==================== cplx_rd_fifo
Figure 1. Cells colored by class (cplx_rd_fifo).
Bar = 100 microns.
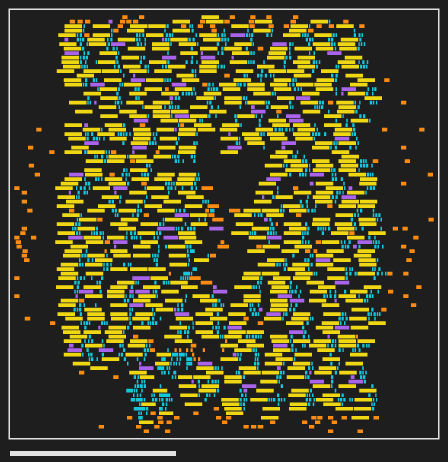
Figure 2. Where the registers sit (cplx_rd_fifo).
Bar = 100 microns.
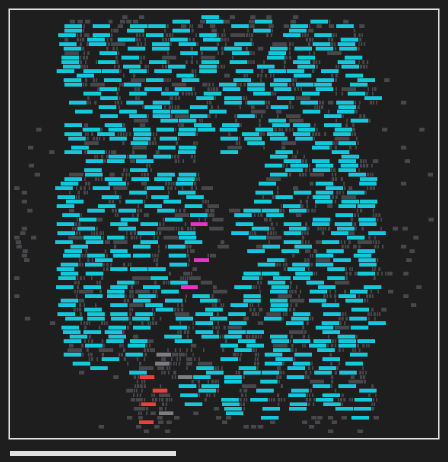
$ cat config.mk
export PLATFORM = sky130hd
export DESIGN_NAME = cplx_rd_fifo
export DESIGN_NICKNAME = d
export VERILOG_FILES = /design/src/rtl/cplx_rd_fifo.sv
export SDC_FILE = /design/constraint.sdc
export NUM_CORES = 1
export LEC_CHECK = 0
export ABC_AREA = 1
export CORE_MARGIN = 2
export CORE_UTILIZATION = 32
export CTS_BUF_LIST = sky130_fd_sc_hd__clkbuf_4 sky130_fd_sc_hd__clkbuf_8 sky130_fd_sc_hd__clkbuf_16
export DETAILED_ROUTE_END_ITERATION = 10
export PLACE_DENSITY = 0.51
export RECOVER_POWER = 100
export SETUP_SLACK_MARGIN = 0.15
export SLEW_MARGIN = 40
export SYNTH_ARGS = -nofsm -noshare
export SYNTH_HDL_FRONTEND = slang
export SYNTH_SLANG_ARGS = --single-unit
$ cat constraint.sdc
create_clock -name clk -period 5.6 [get_ports clk]
set_clock_uncertainty 0.2 [all_clocks]
set_input_delay 1.12 -clock clk [delete_from_list [all_inputs] [get_ports clk]]
set_output_delay 1.12 -clock clk [all_outputs]
set_load 0.05 [all_outputs]
$ cat src/rtl/cplx_rd_fifo.sv
// cplx_rd_fifo: single-clock FIFO of complex {re, img} samples.
// The writer has no backpressure. A push into a full FIFO is accepted only
// when a pop happens in the same cycle. Otherwise the sample is dropped and
// the sticky ovf flag is raised.
// The head sample is shown combinationally from registered state and forced
// to zero whenever the FIFO is empty.
module cplx_rd_fifo #(
    parameter int WIDTH = 32,
    parameter int DEPTH = 8
) (
    input  logic                     clk,
    input  logic                     rst_n,
    input  logic [WIDTH-1:0]         in_re,
    input  logic [WIDTH-1:0]         in_img,
    input  logic                     in_valid,
    output logic [WIDTH-1:0]         out_re,
    output logic [WIDTH-1:0]         out_img,
    output logic                     out_valid,
    input  logic                     out_ready,
    output logic [$clog2(DEPTH):0]   level,
    output logic                     ovf
);

    localparam int AW = $clog2(DEPTH);
    localparam int LW = AW + 1;
    localparam logic [LW-1:0] FULL_LVL = LW'(DEPTH);

    // Pointer wrap relies on plain binary rollover, so DEPTH must be a power of two.
    if (DEPTH < 2 || DEPTH > 64 || (DEPTH & (DEPTH - 1)) != 0) begin : g_bad_depth
        $error("cplx_rd_fifo: DEPTH must be a power of two in 2..64");
    end

    // Each entry keeps re and img packed together so they can never separate.
    logic [2*WIDTH-1:0] mem_q [DEPTH];

    logic [AW-1:0] wr_ptr_q, wr_ptr_d;
    logic [AW-1:0] rd_ptr_q, rd_ptr_d;
    logic [LW-1:0] level_q, level_d;
    logic          ovf_q, ovf_d;

    logic          not_empty;
    logic          pop_s;
    logic          push_s;
    logic [2*WIDTH-1:0] head_s;

    assign not_empty = (level_q != '0);
    assign pop_s     = not_empty && out_ready;
    // A push into a full FIFO is allowed when a pop frees a slot in the same cycle.
    assign push_s    = in_valid && ((level_q != FULL_LVL) || pop_s);

    // Next-state decode for the pointers, occupancy and the sticky overflow flag.
    always_comb begin
        wr_ptr_d = wr_ptr_q;
        rd_ptr_d = rd_ptr_q;
        level_d  = level_q;
        ovf_d    = ovf_q;

        if (push_s) begin
            wr_ptr_d = wr_ptr_q + AW'(1);
        end
        if (pop_s) begin
            rd_ptr_d = rd_ptr_q + AW'(1);
        end

        case ({push_s, pop_s})
            2'b10:   level_d = level_q + LW'(1);
            2'b01:   level_d = level_q - LW'(1);
            default: level_d = level_q;
        endcase

        // A write that could not be stored is lost and is remembered until reset.
        if (in_valid && !push_s) begin
            ovf_d = 1'b1;
        end
    end

    // Control state, cleared asynchronously so the outputs drop as soon as reset asserts.
    always_ff @(posedge clk or negedge rst_n) begin
        if (!rst_n) begin
            wr_ptr_q <= '0;
            rd_ptr_q <= '0;
            level_q  <= '0;
            ovf_q    <= 1'b0;
        end else begin
            wr_ptr_q <= wr_ptr_d;
            rd_ptr_q <= rd_ptr_d;
            level_q  <= level_d;
            ovf_q    <= ovf_d;
        end
    end

    // Sample storage is not reset. Stale entries are masked by the occupancy count.
    always_ff @(posedge clk) begin
        if (push_s) begin
            mem_q[wr_ptr_q] <= {in_re, in_img};
        end
    end

    assign head_s    = mem_q[rd_ptr_q];
    assign out_valid = not_empty;
    assign out_re    = not_empty ? head_s[2*WIDTH-1:WIDTH] : '0;
    assign out_img   = not_empty ? head_s[WIDTH-1:0]       : '0;
    assign level     = level_q;
    assign ovf       = ovf_q;

endmodule

==> run summary <==
This memo summarizes the results of the implementation run.

Run status
The flow ran to the end, but the final reports show violations. The final reports fail on capacitance limit, slew limit.

Placement
Summing all placed instances gives a cell area of 23,100 sq um. Setup slack on the worst path after placement came out at 1.31 ns. RePlAce ended its routability-driven mode at a weighted congestion of 0.722. The number of buffers added on ports is 137. The placed wire-length estimate is 25.5 mm. The detailed placer reported the number of placed instances as 2,578.

Critical path
STA classifies the critical path startpoint as a flop. Setup slack on the worst reg-to-reg path comes out at 1.28 ns. The critical path crosses 7 cells after its start point. The critical register-to-register path startpoint is level[0]. The depth of the worst register-to-register path is 6. For the worst setup path, the data arrival time is 3.56 ns. According to the timing report, the data required time at the worst endpoint equals 4.28 ns. The cell sequence reported for the critical path is inv_6 -> buf_12 -> nor2_1 -> o21ai_0 -> o21ai_0 -> nor2_1 -> dlygate4sd3_1.

For reference, the critical path is launched at rd_ptr_q[0]. The most critical setup path has its endpoint at out_img[23]. The combined buffer and inverter count along the critical path is 3.

The setup path with the least slack is of type reg -> out.

STA
The final hold violation count recorded for this run is 0. The final layout reports a setup TNS of 0 ns. The worst slew margin relative to its limit is -109%.

Setup repair after global routing left no endpoint under its margin. The last timing report of the flow puts the setup violation total at 0. Max-slew check failures listed in the final report amount to between 300 and 400. The least setup slack across all paths after layout is 0.718 ns.

After layout, the minimum clock period comes to 4.88 ns.

Yosys
The synthesis log from Yosys contains 0 warnings. The area fraction in mux cells is 0%. The synthesized cell area is 20,700 sq um. The average cell area after synthesis is 12.5 sq um.

The cell type with the highest aggregate area in the netlist is edfxtp_1. After Yosys synthesis, and, or, nand and nor cells account for between 10% and 20% of the synthesized area.

Final layout
After routing the design area is 24,600 sq um. Counting only logic cells after layout, the most numerous master is nor2_1. The layout summary lists the proportion of cells stronger than drive strength 1 as just over 6%.

The post-route utilization of the core is recorded as 38.3%. The final-stage net count is approximately 1,900. In the layout the commonest cells are nor2_1 (520), edfxtp_1 (512), o21ai_0 (313).

Clock tree
TritonCTS built the clock tree. The CTS H-tree depth is 2. For this design, the CTS-stage hold fixing added 0 buffers. The cell sitting at the root of the clock tree is a clkbuf_16. The TritonCTS buffer count is 53.

Post-CTS timing repair inserted 0 buffers for setup.

Detailed routing
For this run, the detailed router reports a per-instance via density of 4.80. The number of nets with antenna violations after detailed routing is 0. The highest layer used for signal routing is met5. In the final routing, the length of wire on met1 measures between 20 and 25 mm. For this block, the via count after detailed routing is between 10,000 and 15,000.

Power
The total leakage power is a little over 8 nW. The largest voltage drop on the vdd net is 0.000434 V. The design draws between 10 and 15 mW.

Floorplanning
The cell row count is 93. According to the floorplan report, the die width is roughly 260 microns. The floorplan core density is 32.3%.

GRT
The number of global-route vias before repair is 12,044. Entering global routing, the biggest net connects 127 pins. On met2, the global router reports a usage of approximately a quarter. met3 track demand over resource after global routing is 3.51%. The all-layer global routing usage is between 10% and 20%.

Run
The tool flagged a number of max-cap violations equal to 11.
## Picture notes: Figure 1
flip-flops: shown in yellow, cells 523. clock drivers and dummy loads: shown in purple, cells 96. all other logic: shown in cyan, cells 1,035. other buffers and delay cells: shown in orange, cells 166.

## Picture notes: Figure 2
rd_ptr_q: shown in magenta, sequential cells 3. level: shown in red, sequential cells 4. mem_q: shown in cyan, sequential cells 512.

final cells by class:
type | count | area (sq um)
Fill cell | 6107 | 39600
Clock inverter | 26 | 176
Sequential cell | 523 | 15700
Antenna cell | 3 | 7.51
Timing Repair Buffer | 166 | 1640
Multi-Input combinational cell | 1021 | 4540
Inverter | 14 | 57.6
Clock buffer | 70 | 1490
Tap cell | 855 | 1070
where the power goes:
part           internal (mW)  switching [mW]  total (mW)
Clock                   1.96            1.43        3.39
Combinational           1.67            4.63        6.30
Sequential              4.87           0.152        5.02
Total                   8.50            6.21        14.7
cells in the mapped netlist:
library cell / instances
a21oi_1: 2
buf_1: 6
buf_12: 1
buf_2: 26
buf_4: 9
buf_6: 4
buf_8: 3
clkbuf_1: 57
dfrtp_1: 11
edfxtp_1: 512
fa_1: 1
ha_1: 4
inv_1: 13
inv_2: 1
nand2_1: 26
nand3_1: 6
nand4_1: 1
nor2_1: 524
o21ai_0: 313
o21ai_1: 137
o21bai_1: 1
or2_2: 1
xnor2_1: 1
xor2_1: 4
flip-flops by register name, indices dropped and copies added (netlist names):
| register | cells |
|---|---|
| rd_ptr_q | 3 |
| ovf | 1 |
| wr_ptr_q | 3 |
| level | 4 |
| mem_q | 512 |

==================== uart_cmd_parser
File: config.mk
export PLATFORM = sky130hd
export DESIGN_NAME = uart_cmd_parser
export DESIGN_NICKNAME = d
export VERILOG_FILES = /design/src/rtl/uart_cmd_parser_pkg.sv /design/src/rtl/uart_cmd_parser_sat_counter8.sv /design/src/rtl/uart_cmd_parser.sv
export SDC_FILE = /design/constraint.sdc
export NUM_CORES = 1
export LEC_CHECK = 0
export CORE_MARGIN = 2
export CORE_UTILIZATION = 52
export DETAILED_ROUTE_END_ITERATION = 10
export HOLD_SLACK_MARGIN = 0.06
export PLACE_DENSITY = 0.77
export RECOVER_POWER = 50
export SETUP_SLACK_MARGIN = 0.5
export SYNTH_ARGS = -nofsm -noshare
export SYNTH_HDL_FRONTEND = slang
export SYNTH_HIERARCHICAL = 1
export SYNTH_SLANG_ARGS = --single-unit
File: constraint.sdc
create_clock -name CLK -period 2.14 [get_ports CLK]
set_input_delay 0.214 -clock CLK [delete_from_list [all_inputs] [get_ports CLK]]
set_output_delay 0.214 -clock CLK [all_outputs]
set_load 0.05 [all_outputs]
File: src/rtl/uart_cmd_parser_pkg.sv
// Shared definitions for the UART command parser and the register-access master:
// sync byte default, opcodes, frame length and FSM state encoding.
package uart_cmd_parser_pkg;

  localparam logic [7:0] SYNC_DEFAULT = 8'hA5;
  localparam logic [7:0] OPC_WRITE    = 8'h01;
  localparam logic [7:0] OPC_READ     = 8'h02;
  localparam int         FRAME_LEN    = 6;

  typedef enum logic [2:0] {
    ST_IDLE = 3'd0,
    ST_OPC  = 3'd1,
    ST_ADDR = 3'd2,
    ST_DH   = 3'd3,
    ST_DL   = 3'd4,
    ST_CHK  = 3'd5,
    ST_HOLD = 3'd6
  } state_t;

  function automatic logic opc_valid(input logic [7:0] opc);
    return (opc == OPC_WRITE) || (opc == OPC_READ);
  endfunction

endpackage

File: src/rtl/uart_cmd_parser_sat_counter8.sv
// 8-bit event counter that sticks at 8'hFF; cleared only by the synchronous reset.
module sat_counter8 (
  input  logic       CLK,
  input  logic       RST,
  input  logic       inc,
  output logic [7:0] count
);

  always_ff @(posedge CLK) begin
    if (RST)
      count <= 8'h00;
    else if (inc && (count != 8'hFF))
      count <= count + 8'h01;
  end

endmodule

File: src/rtl/uart_cmd_parser.sv
// Frames 6-byte XOR-checked packets from the UART receiver into register commands.
// Optional partial-frame timeout is built when CMD_TIMEOUT_EN is defined.
module uart_cmd_parser
  import uart_cmd_parser_pkg::*;
#(
  parameter logic [7:0] SYNC_BYTE = SYNC_DEFAULT
`ifdef CMD_TIMEOUT_EN
  ,
  parameter int TIMEOUT_CYCLES = 4096
`endif
) (
  input  logic        CLK,
  input  logic        RST,
  input  logic [7:0]  RX_DATA,
  input  logic        RX_READY,
  output logic        CMD_VALID,
  input  logic        CMD_READY,
  output logic        CMD_WRITE,
  output logic [7:0]  CMD_ADDR,
  output logic [15:0] CMD_DATA,
  output logic [7:0]  ERR_CNT,
  output logic [7:0]  DROP_CNT
);

  state_t     state, state_nxt;
  logic       rdy_q;
  logic       stb;
  logic [7:0] acc;
  logic [7:0] data_h, data_l;
  logic       err_inc, drop_inc;
  logic       in_frame;
  logic       timeout;

  // rdy_q starts high so a level already asserted at reset release is not a byte
  always_ff @(posedge CLK) begin
    if (RST)
      rdy_q <= 1'b1;
    else
      rdy_q <= RX_READY;
  end

  assign stb      = RX_READY & ~rdy_q;
  assign in_frame = (state != ST_IDLE) && (state != ST_HOLD);

`ifdef CMD_TIMEOUT_EN
  logic [15:0] idle_cnt;

  always_ff @(posedge CLK) begin
    if (RST || stb || !in_frame)
      idle_cnt <= 16'h0000;
    else
      idle_cnt <= idle_cnt + 16'h0001;
  end

  // A strobe in the expiry cycle keeps the frame alive
  assign timeout = in_frame && !stb && (idle_cnt == 16'(TIMEOUT_CYCLES - 1));
`else
  assign timeout = 1'b0;
`endif

  always_ff @(posedge CLK) begin
    if (RST)
      state <= ST_IDLE;
    else
      state <= state_nxt;
  end

  always_comb begin
    state_nxt = state;
    unique case (state)
      ST_IDLE: if (stb && (RX_DATA == SYNC_BYTE)) state_nxt = ST_OPC;
      ST_OPC:  if (stb) state_nxt = opc_valid(RX_DATA) ? ST_ADDR : ST_IDLE;
      ST_ADDR: if (stb) state_nxt = ST_DH;
      ST_DH:   if (stb) state_nxt = ST_DL;
      ST_DL:   if (stb) state_nxt = ST_CHK;
      ST_CHK:  if (stb) state_nxt = (RX_DATA == acc) ? ST_HOLD : ST_IDLE;
      ST_HOLD: if (CMD_READY) state_nxt = ST_IDLE;
      default: state_nxt = ST_IDLE;
    endcase
    if (timeout)
      state_nxt = ST_IDLE;
  end

  always_comb begin
    CMD_VALID = (state == ST_HOLD);
    drop_inc  = stb && (state == ST_HOLD);
    err_inc   = timeout
              || (stb && (state == ST_OPC) && !opc_valid(RX_DATA))
              || (stb && (state == ST_CHK) && (RX_DATA != acc));
  end

  // Field capture and running checksum; the fields only move while no command is pending
  always_ff @(posedge CLK) begin
    if (RST) begin
      acc       <= 8'h00;
      CMD_WRITE <= 1'b0;
      CMD_ADDR  <= 8'h00;
      data_h    <= 8'h00;
      data_l    <= 8'h00;
    end else if (timeout) begin
      acc <= 8'h00;
    end else if (stb) begin
      unique case (state)
        ST_IDLE: acc <= 8'h00;
        ST_OPC: begin
          acc <= RX_DATA;
          if (opc_valid(RX_DATA))
            CMD_WRITE <= (RX_DATA == OPC_WRITE);
        end
        ST_ADDR: begin
          acc      <= acc ^ RX_DATA;
          CMD_ADDR <= RX_DATA;
        end
        ST_DH: begin
          acc    <= acc ^ RX_DATA;
          data_h <= RX_DATA;
        end
        ST_DL: begin
          acc    <= acc ^ RX_DATA;
          data_l <= RX_DATA;
        end
        default: ;
      endcase
    end
  end

  assign CMD_DATA = {data_h, data_l};

  sat_counter8 u_err_cnt (
    .CLK   (CLK),
    .RST   (RST),
    .inc   (err_inc),
    .count (ERR_CNT)
  );

  sat_counter8 u_drop_cnt (
    .CLK   (CLK),
    .RST   (RST),
    .inc   (drop_inc),
    .count (DROP_CNT)
  );

endmodule

Figure 3. Signal metal coverage by tile (uart_cmd_parser).
Bar = 20 microns. The die is cut into 15 by 15 equal tiles; black is low, pale yellow is high, scaled to the fullest tile. Values are wire area over tile area, all layers added.
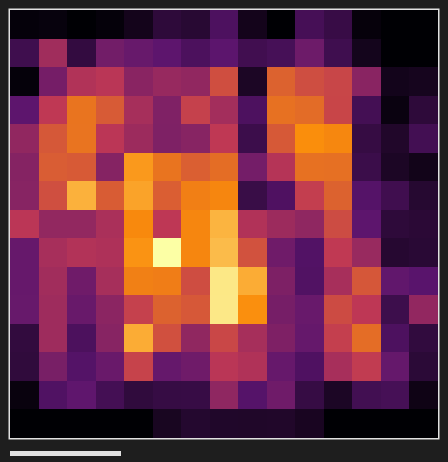
28% of the tiles are over half the peak. The mean over all tiles is 0.17. 8.4% of the tiles are nearly empty.

Figure 4. Cells colored by class (uart_cmd_parser).
Bar = 20 microns.
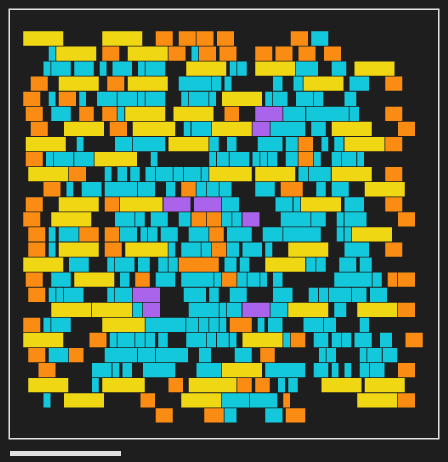
flip-flops: shown in yellow, cells 53. clock drivers and dummy loads: shown in purple, cells 8. other buffers and delay cells: shown in orange, cells 77. all other logic: shown in cyan, cells 222.

Figure 5. Routing congestion map (uart_cmd_parser).
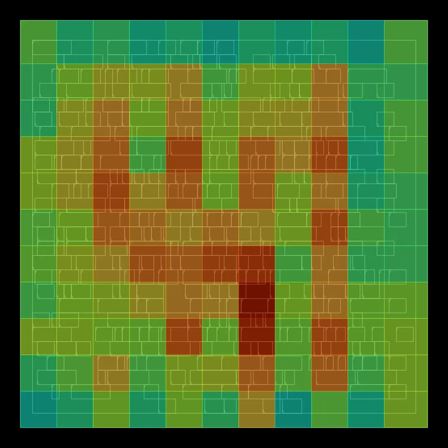
met3 Resource Use GR: 4.24%
met2 usage in global routing: 36.7%
final core utilization: 68.8%

==> worst paths after layout <==
| path | endpoint | startpoint | cells after the start |
|---|---|---|---|
| worst max register to register | u_drop_cnt/count[3] | state[0] | 5 |
| worst min-delay path | data_l[6] | RST | 2 |
| worst max-delay path | u_drop_cnt/count[3] | RX_READY | 6 |
| worst min register to register | data_l[1] | data_l[1] | 2 |
==> registers in the layout, summed over array words and instances (netlist names) <==
name,cells
CMD_ADDR,8
CMD_WRITE,1
acc,8
data_h,8
data_l,8
rdy_q,1
state,3
u_drop_cnt/count,8
u_err_cnt/count,8
==> layout make-up <==
cell class                 count  area [sq um]  share of cell area, %
clock buffer                   5          68.8                   1.95
clock inverter                 3          26.3                  0.743
inverter                       5          18.8                  0.531
multi-input combinational    217          1600                   45.3
sequential                    53          1070                   30.4
tap                           70          87.6                   2.48
timing repair buffer          77           659                   18.7
==> cell families after synthesis <==
kind of cell / synth area share (%)
compound gates: 18.9
xor+xnor: 2.83
fa+ha+maj: 0.898
buf+inv: 6.87
flops: 38.1
mux: 10.1
simple gates: 22.4
==> run summary <==
This memo summarizes the results of the implementation run.

Power
The cell internal power dissipation is 1.27 mW. Looking at the power breakdown, combinational cells take 6.6% of the total. The power report puts the leakage power at around 1.6 nW. The clock power share is 35.4%. Overall power consumption after layout is estimated at 1.70 mW.

Yosys
In the Yosys report, the sequential cells make up a little under two fifths of the chip area. The cell count after synthesis is 295. The main area contributors are dfxtp_1 (38%), mux2i_1 (9.0%), nor2_1 (5.0%). After synthesis the netlist holds a flip-flop and latch count of ~53.

Detailed routing
The number of search-and-repair iterations in the first detailed-routing pass is 4. The routed layout has 2,395 vias. TritonRoute output was used to compute an average wire per cell of approximately 15 microns.

Per the log, the first TritonRoute iteration ended with a DRC count of 111.

GRT
The largest net degree at the start of global routing is 35. The met1 global-route usage is 26.8%. In this run the most used layer during global routing was met2.

STA
The least setup slack across all paths after layout is 0.288 ns. For the final database, setup skew stands at ~0.010 ns. The worst slew margin relative to its limit is 58.8%.

The final cycle utilization of the critical path is 86.5%. Subtracting the final worst setup slack from the clock period gives 1.85 ns.

Floorplanning
The width of the die is 77.2 microns. After floorplanning, the core was divided into 26 placement rows. The floorplan report gives the top-level pin count as 54. The floorplan core density is a little over half.

Final layout
Per the cell usage report, the commonest logic cell in the layout is dlygate4sd2_1. The number of standard cells in the final layout excluding fillers is ~430.

Run
The report counts max-capacitance violations totalling 0.

Placement
The placed wire-length estimate is 4.37 mm. Once placement finished, the instance area stood at 3360 sq um.

Run status
The run finished with clean final reports.

Clock tree
The number of hold buffers added after cts is 0. Once the clock tree was built, the resizer swapped between 60 and 70 gates to a different size.

Worst hold path
Note that the worst hold path type here is in -> reg.

==================== sha256_core_ct
`src/rtl/sha256_pkg.sv`:
```
// Shared SHA-256 definitions used by the control FSM, datapath and K ROM.
//   state_t       : control FSM state encodings
//   SHA256_ROUNDS : compression rounds per block in full SHA-256
//   SCHED_START   : first round whose W[t] comes from the sigma schedule
package sha256_pkg;

    typedef enum logic [2:0] {
        ST_IDLE   = 3'd0,
        ST_LOAD   = 3'd1,
        ST_ROUNDS = 3'd2,
        ST_UPDATE = 3'd3,
        ST_DONE   = 3'd4
    } state_t;

    localparam int SHA256_ROUNDS = 64;
    localparam int SCHED_START   = 16;

endpackage

```
`src/rtl/sha256_round_cnt.sv`:
```
// Round index counter for the SHA-256 compression engine.
//   clk, reset_n : clock, asynchronous active-low reset
//   clear        : synchronous clear to 0 (wins over en)
//   en           : advance the index by one
//   idx          : current round number t
//   tc           : terminal count, idx == NUM_ROUNDS-1
module sha256_round_cnt #(
    parameter int NUM_ROUNDS = 64,
    parameter int CNT_W      = 6
) (
    input  logic             clk,
    input  logic             reset_n,
    input  logic             clear,
    input  logic             en,
    output logic [CNT_W-1:0] idx,
    output logic             tc
);

    localparam logic [CNT_W-1:0] LAST_IDX = CNT_W'(NUM_ROUNDS - 1);

    always_ff @(posedge clk or negedge reset_n) begin
        if (!reset_n) begin
            idx <= '0;
        end else if (clear) begin
            idx <= '0;
        end else if (en) begin
            idx <= idx + 1'b1;
        end
    end

    assign tc = (idx == LAST_IDX);

endmodule

```
`src/rtl/sha256_core_ct.sv`:
```
// Control FSM of the SHA-256 compression engine. Responds to a level-held
// init by sequencing block load, working-state load, NUM_ROUNDS rounds and
// the digest add, then holds digest_valid until init is seen low.
//   clk, reset_n   : clock, asynchronous active-low reset
//   init           : level request, held until digest_valid is seen
//   first_block    : 1 = load a..h from IV, 0 = from prev_hash
//   load_block     : W[0..15] <= block_in
//   load_state     : a..h <= IV / prev_hash
//   sel_iv         : first_block latched when the block starts
//   round_en       : run one round this cycle
//   round_idx      : round number t (0 outside ROUNDS)
//   w_sched        : W[t] comes from the schedule (t >= 16)
//   update_digest  : H <= H_in + a..h
//   digest_valid   : digest output valid
//   busy           : FSM not idle
module sha256_core_ct
    import sha256_pkg::*;
#(
    parameter int NUM_ROUNDS = SHA256_ROUNDS,
    parameter int CNT_W      = 6
) (
    input  logic             clk,
    input  logic             reset_n,
    input  logic             init,
    input  logic             first_block,
    output logic             load_block,
    output logic             load_state,
    output logic             sel_iv,
    output logic             round_en,
    output logic [CNT_W-1:0] round_idx,
    output logic             w_sched,
    output logic             update_digest,
    output logic             digest_valid,
    output logic             busy
);

    localparam logic [CNT_W-1:0] SCHED_IDX = CNT_W'(SCHED_START);

    state_t state;
    state_t state_nxt;
    logic   cnt_clear;
    logic   cnt_en;
    logic   cnt_tc;

    // Counter runs only in ROUNDS and is cleared everywhere else, so it
    // reads 0 in LOAD and returns to 0 on the last round.
    assign cnt_en    = (state == ST_ROUNDS);
    assign cnt_clear = (state != ST_ROUNDS) || cnt_tc;

    sha256_round_cnt #(
        .NUM_ROUNDS (NUM_ROUNDS),
        .CNT_W      (CNT_W)
    ) u_round_cnt (
        .clk     (clk),
        .reset_n (reset_n),
        .clear   (cnt_clear),
        .en      (cnt_en),
        .idx     (round_idx),
        .tc      (cnt_tc)
    );

    always_ff @(posedge clk or negedge reset_n) begin
        if (!reset_n) begin
            state <= ST_IDLE;
        end else begin
            state <= state_nxt;
        end
    end

    // IV/prev_hash select is captured only on the IDLE->LOAD edge; later
    // first_block changes belong to the next block.
    always_ff @(posedge clk or negedge reset_n) begin
        if (!reset_n) begin
            sel_iv <= 1'b0;
        end else if ((state == ST_IDLE) && init) begin
            sel_iv <= first_block;
        end
    end

    always_comb begin
        state_nxt = ST_IDLE;
        unique case (state)
            ST_IDLE:   state_nxt = init ? ST_LOAD : ST_IDLE;
            ST_LOAD:   state_nxt = ST_ROUNDS;
            ST_ROUNDS: state_nxt = cnt_tc ? ST_UPDATE : ST_ROUNDS;
            ST_UPDATE: state_nxt = ST_DONE;
            ST_DONE:   state_nxt = init ? ST_DONE : ST_IDLE;
            default:   state_nxt = ST_IDLE;
        endcase
    end

    // Moore decode; unused encodings fall to the all-zero default.
    always_comb begin
        load_block    = 1'b0;
        load_state    = 1'b0;
        round_en      = 1'b0;
        w_sched       = 1'b0;
        update_digest = 1'b0;
        digest_valid  = 1'b0;
        busy          = 1'b0;
        unique case (state)
            ST_LOAD: begin
                load_block = 1'b1;
                load_state = 1'b1;
                busy       = 1'b1;
            end
            ST_ROUNDS: begin
                round_en = 1'b1;
                w_sched  = (round_idx >= SCHED_IDX);
                busy     = 1'b1;
            end
            ST_UPDATE: begin
                update_digest = 1'b1;
                busy          = 1'b1;
            end
            ST_DONE: begin
                digest_valid = 1'b1;
                busy         = 1'b1;
            end
            default: begin
            end
        endcase
    end

endmodule

```
`config.mk`:
```
export PLATFORM = sky130hd
export DESIGN_NAME = sha256_core_ct
export DESIGN_NICKNAME = d
export VERILOG_FILES = /design/src/rtl/sha256_pkg.sv /design/src/rtl/sha256_round_cnt.sv /design/src/rtl/sha256_core_ct.sv
export SDC_FILE = /design/constraint.sdc
export NUM_CORES = 1
export LEC_CHECK = 0
export CAP_MARGIN = 15
export CORE_AREA = 2 2 39 41
export DETAILED_ROUTE_END_ITERATION = 12
export DIE_AREA = 0 0 41 43
export HOLD_SLACK_MARGIN = 0.1
export PLACE_DENSITY = 0.72
export SYNTH_ARGS = -nofsm -noshare
export SYNTH_HDL_FRONTEND = slang
export SYNTH_SLANG_ARGS = --single-unit
```
`constraint.sdc`:
```
create_clock -name clk -period 1.8 [get_ports clk]
set_input_delay 0.36 -clock clk [delete_from_list [all_inputs] [get_ports clk]]
set_output_delay 0.36 -clock clk [all_outputs]
set_load 0.03 [all_outputs]
```
Figure 6. Routing congestion map (sha256_core_ct).
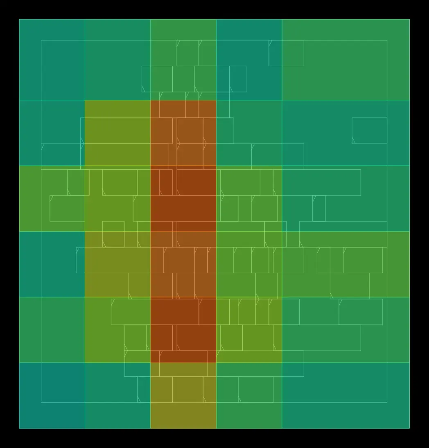
Routed wire per std cell: 11.7 microns
met2 usage in global routing: 15.6%
GRT busiest layer: met1
Tot GR Track Use: 13.1%
final core utilization: 53.1%

Figure 7. Gate-type map (sha256_core_ct).
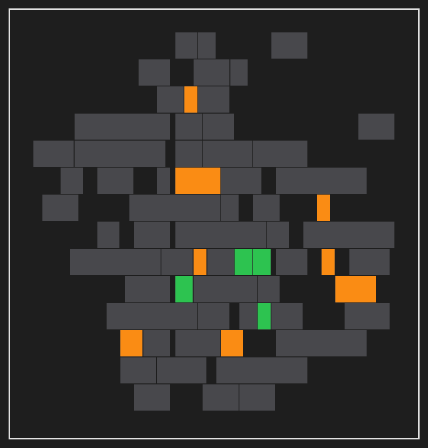
NAND gates: shown in green, cells 4. NOR gates: shown in orange, cells 8.

==> run summary <==
This memo summarizes the results of the implementation run.

STA
The worst slew margin relative to its limit is 69.8%. The hold slack is roughly 0.4 ns. The clock arrives with 0.00516 ns of skew. The slew at the pin with the worst max-slew slack is 0.452 ns.

The post-layout minimum cycle time is about 1.8 ns. In the final report, the number of hold violations comes to 0. In this build the clock could be raised as far as roughly 570 MHz.

Critical path
Looking at the critical path, the highest net fanout was 6. The critical path endpoint has a required time of approximately 1.4 ns. STA classifies the critical path endpoint as an output port.

The critical path class is reg -> out.

GRT
Global routing consumed, on the met3 layer, 3.14% of the routing resources. The first global-routing pass estimated between 1.5 and 2 mm of wire. For this run the aggregate overflow at the end of global routing stands at 0.

Final layout
Counting only logic cells after layout, the most numerous master is dfrtp_1. The ratio of cells with drive above 1 in the final layout is 32.3%. The number of flip-flops under the largest register name is 6. The register containing the most flip-flops in the final layout is u_round_cnt.idx. Compared with the post-synthesis result, the final layout area differs by 49.0%.

In the final layout, the registers with the most flip-flops are u_round_cnt.idx: 6 flops, state: 3 flops, sel_iv: 1 flops. The count of fill cells added during filler insertion is 120. The finished cells cover 734 sq um.

The number of standard cells in the final layout excluding fillers is about 80. The antenna diode instance count is 0.

Power
The switching power of the nets is between 0.09 and 0.1 mW. The largest voltage drop on the vdd net is ~0.00034 V. The cell internal power dissipation is 0.358 mW. The combinational cell fraction of total power is 3.9%. The sequential power share is 50.4%. Of the total power, the clock network draws between 40% and 50%.

The power after layout is 0.449 mW. The ratio of total power to cell area is 611 nW/um^2. The total leakage power is 0.351 nW.

Yosys
The synthesized netlist was found by Yosys to have 44 cells. After synthesis, the largest family of logic cells by area is simple AND/OR/NAND/NOR gates. The number of nets in the synthesized netlist is 49. The main flop type after synthesis is dfrtp_1. The chip area from the yosys synthesis statistics is 493 sq um. The most frequent cell after synthesis is dfrtp_1. The count of different cell masters after synthesis is 25.

The area share of xor/xnor cells in the synthesized design is between 7 and 8%. Yosys reports the multiplexer fraction of the synthesized area as between 3 and 4%. The cell area that synthesis handed to floorplanning was about 500 sq um.

The synthesized-area fraction occupied by and/or/nand/nor cells is between 20% and 30%. Yosys reports that the most numerous cell types are dfrtp_1 (10), nor2_1 (5), nand3_1 (3). The yosys synthesis warning count is 0.

The cell type that accounts for the most area after synthesis is dfrtp_1. The sequential cell area fraction in the yosys report is between 50% and 60%. In this run, synthesis inferred 0 flip-flops with an integrated enable. By area the synthesized netlist is led by dfrtp_1 (51%), nor2_1 (3.8%), a31o_4 (3.6%).

Detailed routing
The script logs the ratio of routed vias to standard cells as 4.95. The number of search-and-repair iterations in the first detailed-routing pass is 3. The count of nets left with antenna violations once routing finished came out at 0. The number of remaining DRC errors is 0. The met2 wirelength from detailed routing is about 420 microns. Per the detail_route log, met3 wirelength is 39 microns. The DRC violation total after the first TritonRoute iteration is 6.

Run status
The run finished with clean final reports.

Placement
The cell area after placement is between 600 and 700 sq um. The number of buffers added on ports is 17. The pre-CTS setup check shows a worst slack of 0.0397 ns.

Clock tree
The CTS H-tree depth is 1. The total clock sinks is 10. The TritonCTS buffer count is 3.

Post-CTS timing repair inserted 0 buffers for setup. The number of hold buffers added after cts is 0. The clock root buffer is clkbuf_4.

Run
The number of max-cap violations is 0.

Worst hold path
The worst hold path belongs to the class in -> async.
Figure 8. Routed metal, one color a layer (sha256_core_ct).
Bar = 10 microns. Two of the layers only.
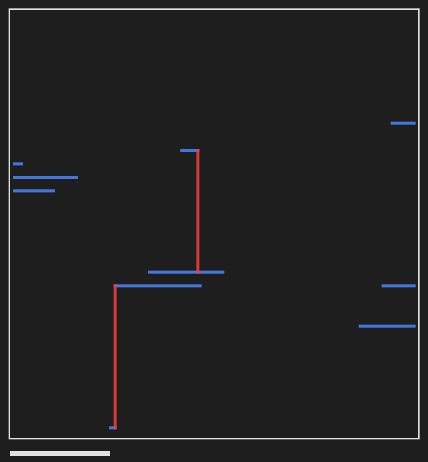
met4: shown in red, wire length 26.5 microns. met3: shown in blue, wire length 39.2 microns.

[power by group through the flow]
stage | Combinational, mW | Clock, mW | Sequential [mW]
3_3_place_gp | 0.0179 | 0 | 0.231
6_report | 0.0174 | 0.205 | 0.226
4_1_cts | 0.0179 | 0.208 | 0.226
3_5_place_dp | 0.0178 | 0 | 0.231
5_1_grt | 0.0192 | 0.226 | 0.226
2_1_floorplan | 0.00196 | 0 | 0.233
[final cells by class]
type	count	area (sq um)	area share, %
Clock buffer	4	36.3	4.94
Inverter	1	3.75	0.511
Multi-Input combinational cell	31	241	32.9
Sequential cell	10	251	34.2
Tap cell	16	20.0	2.73
Timing Repair Buffer	19	181	24.7
[final timing paths]
path                       slack [ns]          startpoint  cells after the start                  to
max reg2reg                      0.34            state[1]                      3              sel_iv
min                              0.40             reset_n                      1            state[0]
min in group clk                 0.49  u_round_cnt.idx[0]                      1  u_round_cnt.idx[0]
min reg2reg                      0.49  u_round_cnt.idx[0]                      1  u_round_cnt.idx[0]
max in group asynchronous        1.07             reset_n                      1            state[2]
max                              0.04            state[2]                      3             w_sched
[critical path, cell delays in order (launching register included)]
cell and delay [ns]:
dfrtp_2 0.45, or3b_4 0.46, nor2_4 0.10, buf_6 0.13

Power figures rest on the tool's default switching activity, not on a simulated workload.
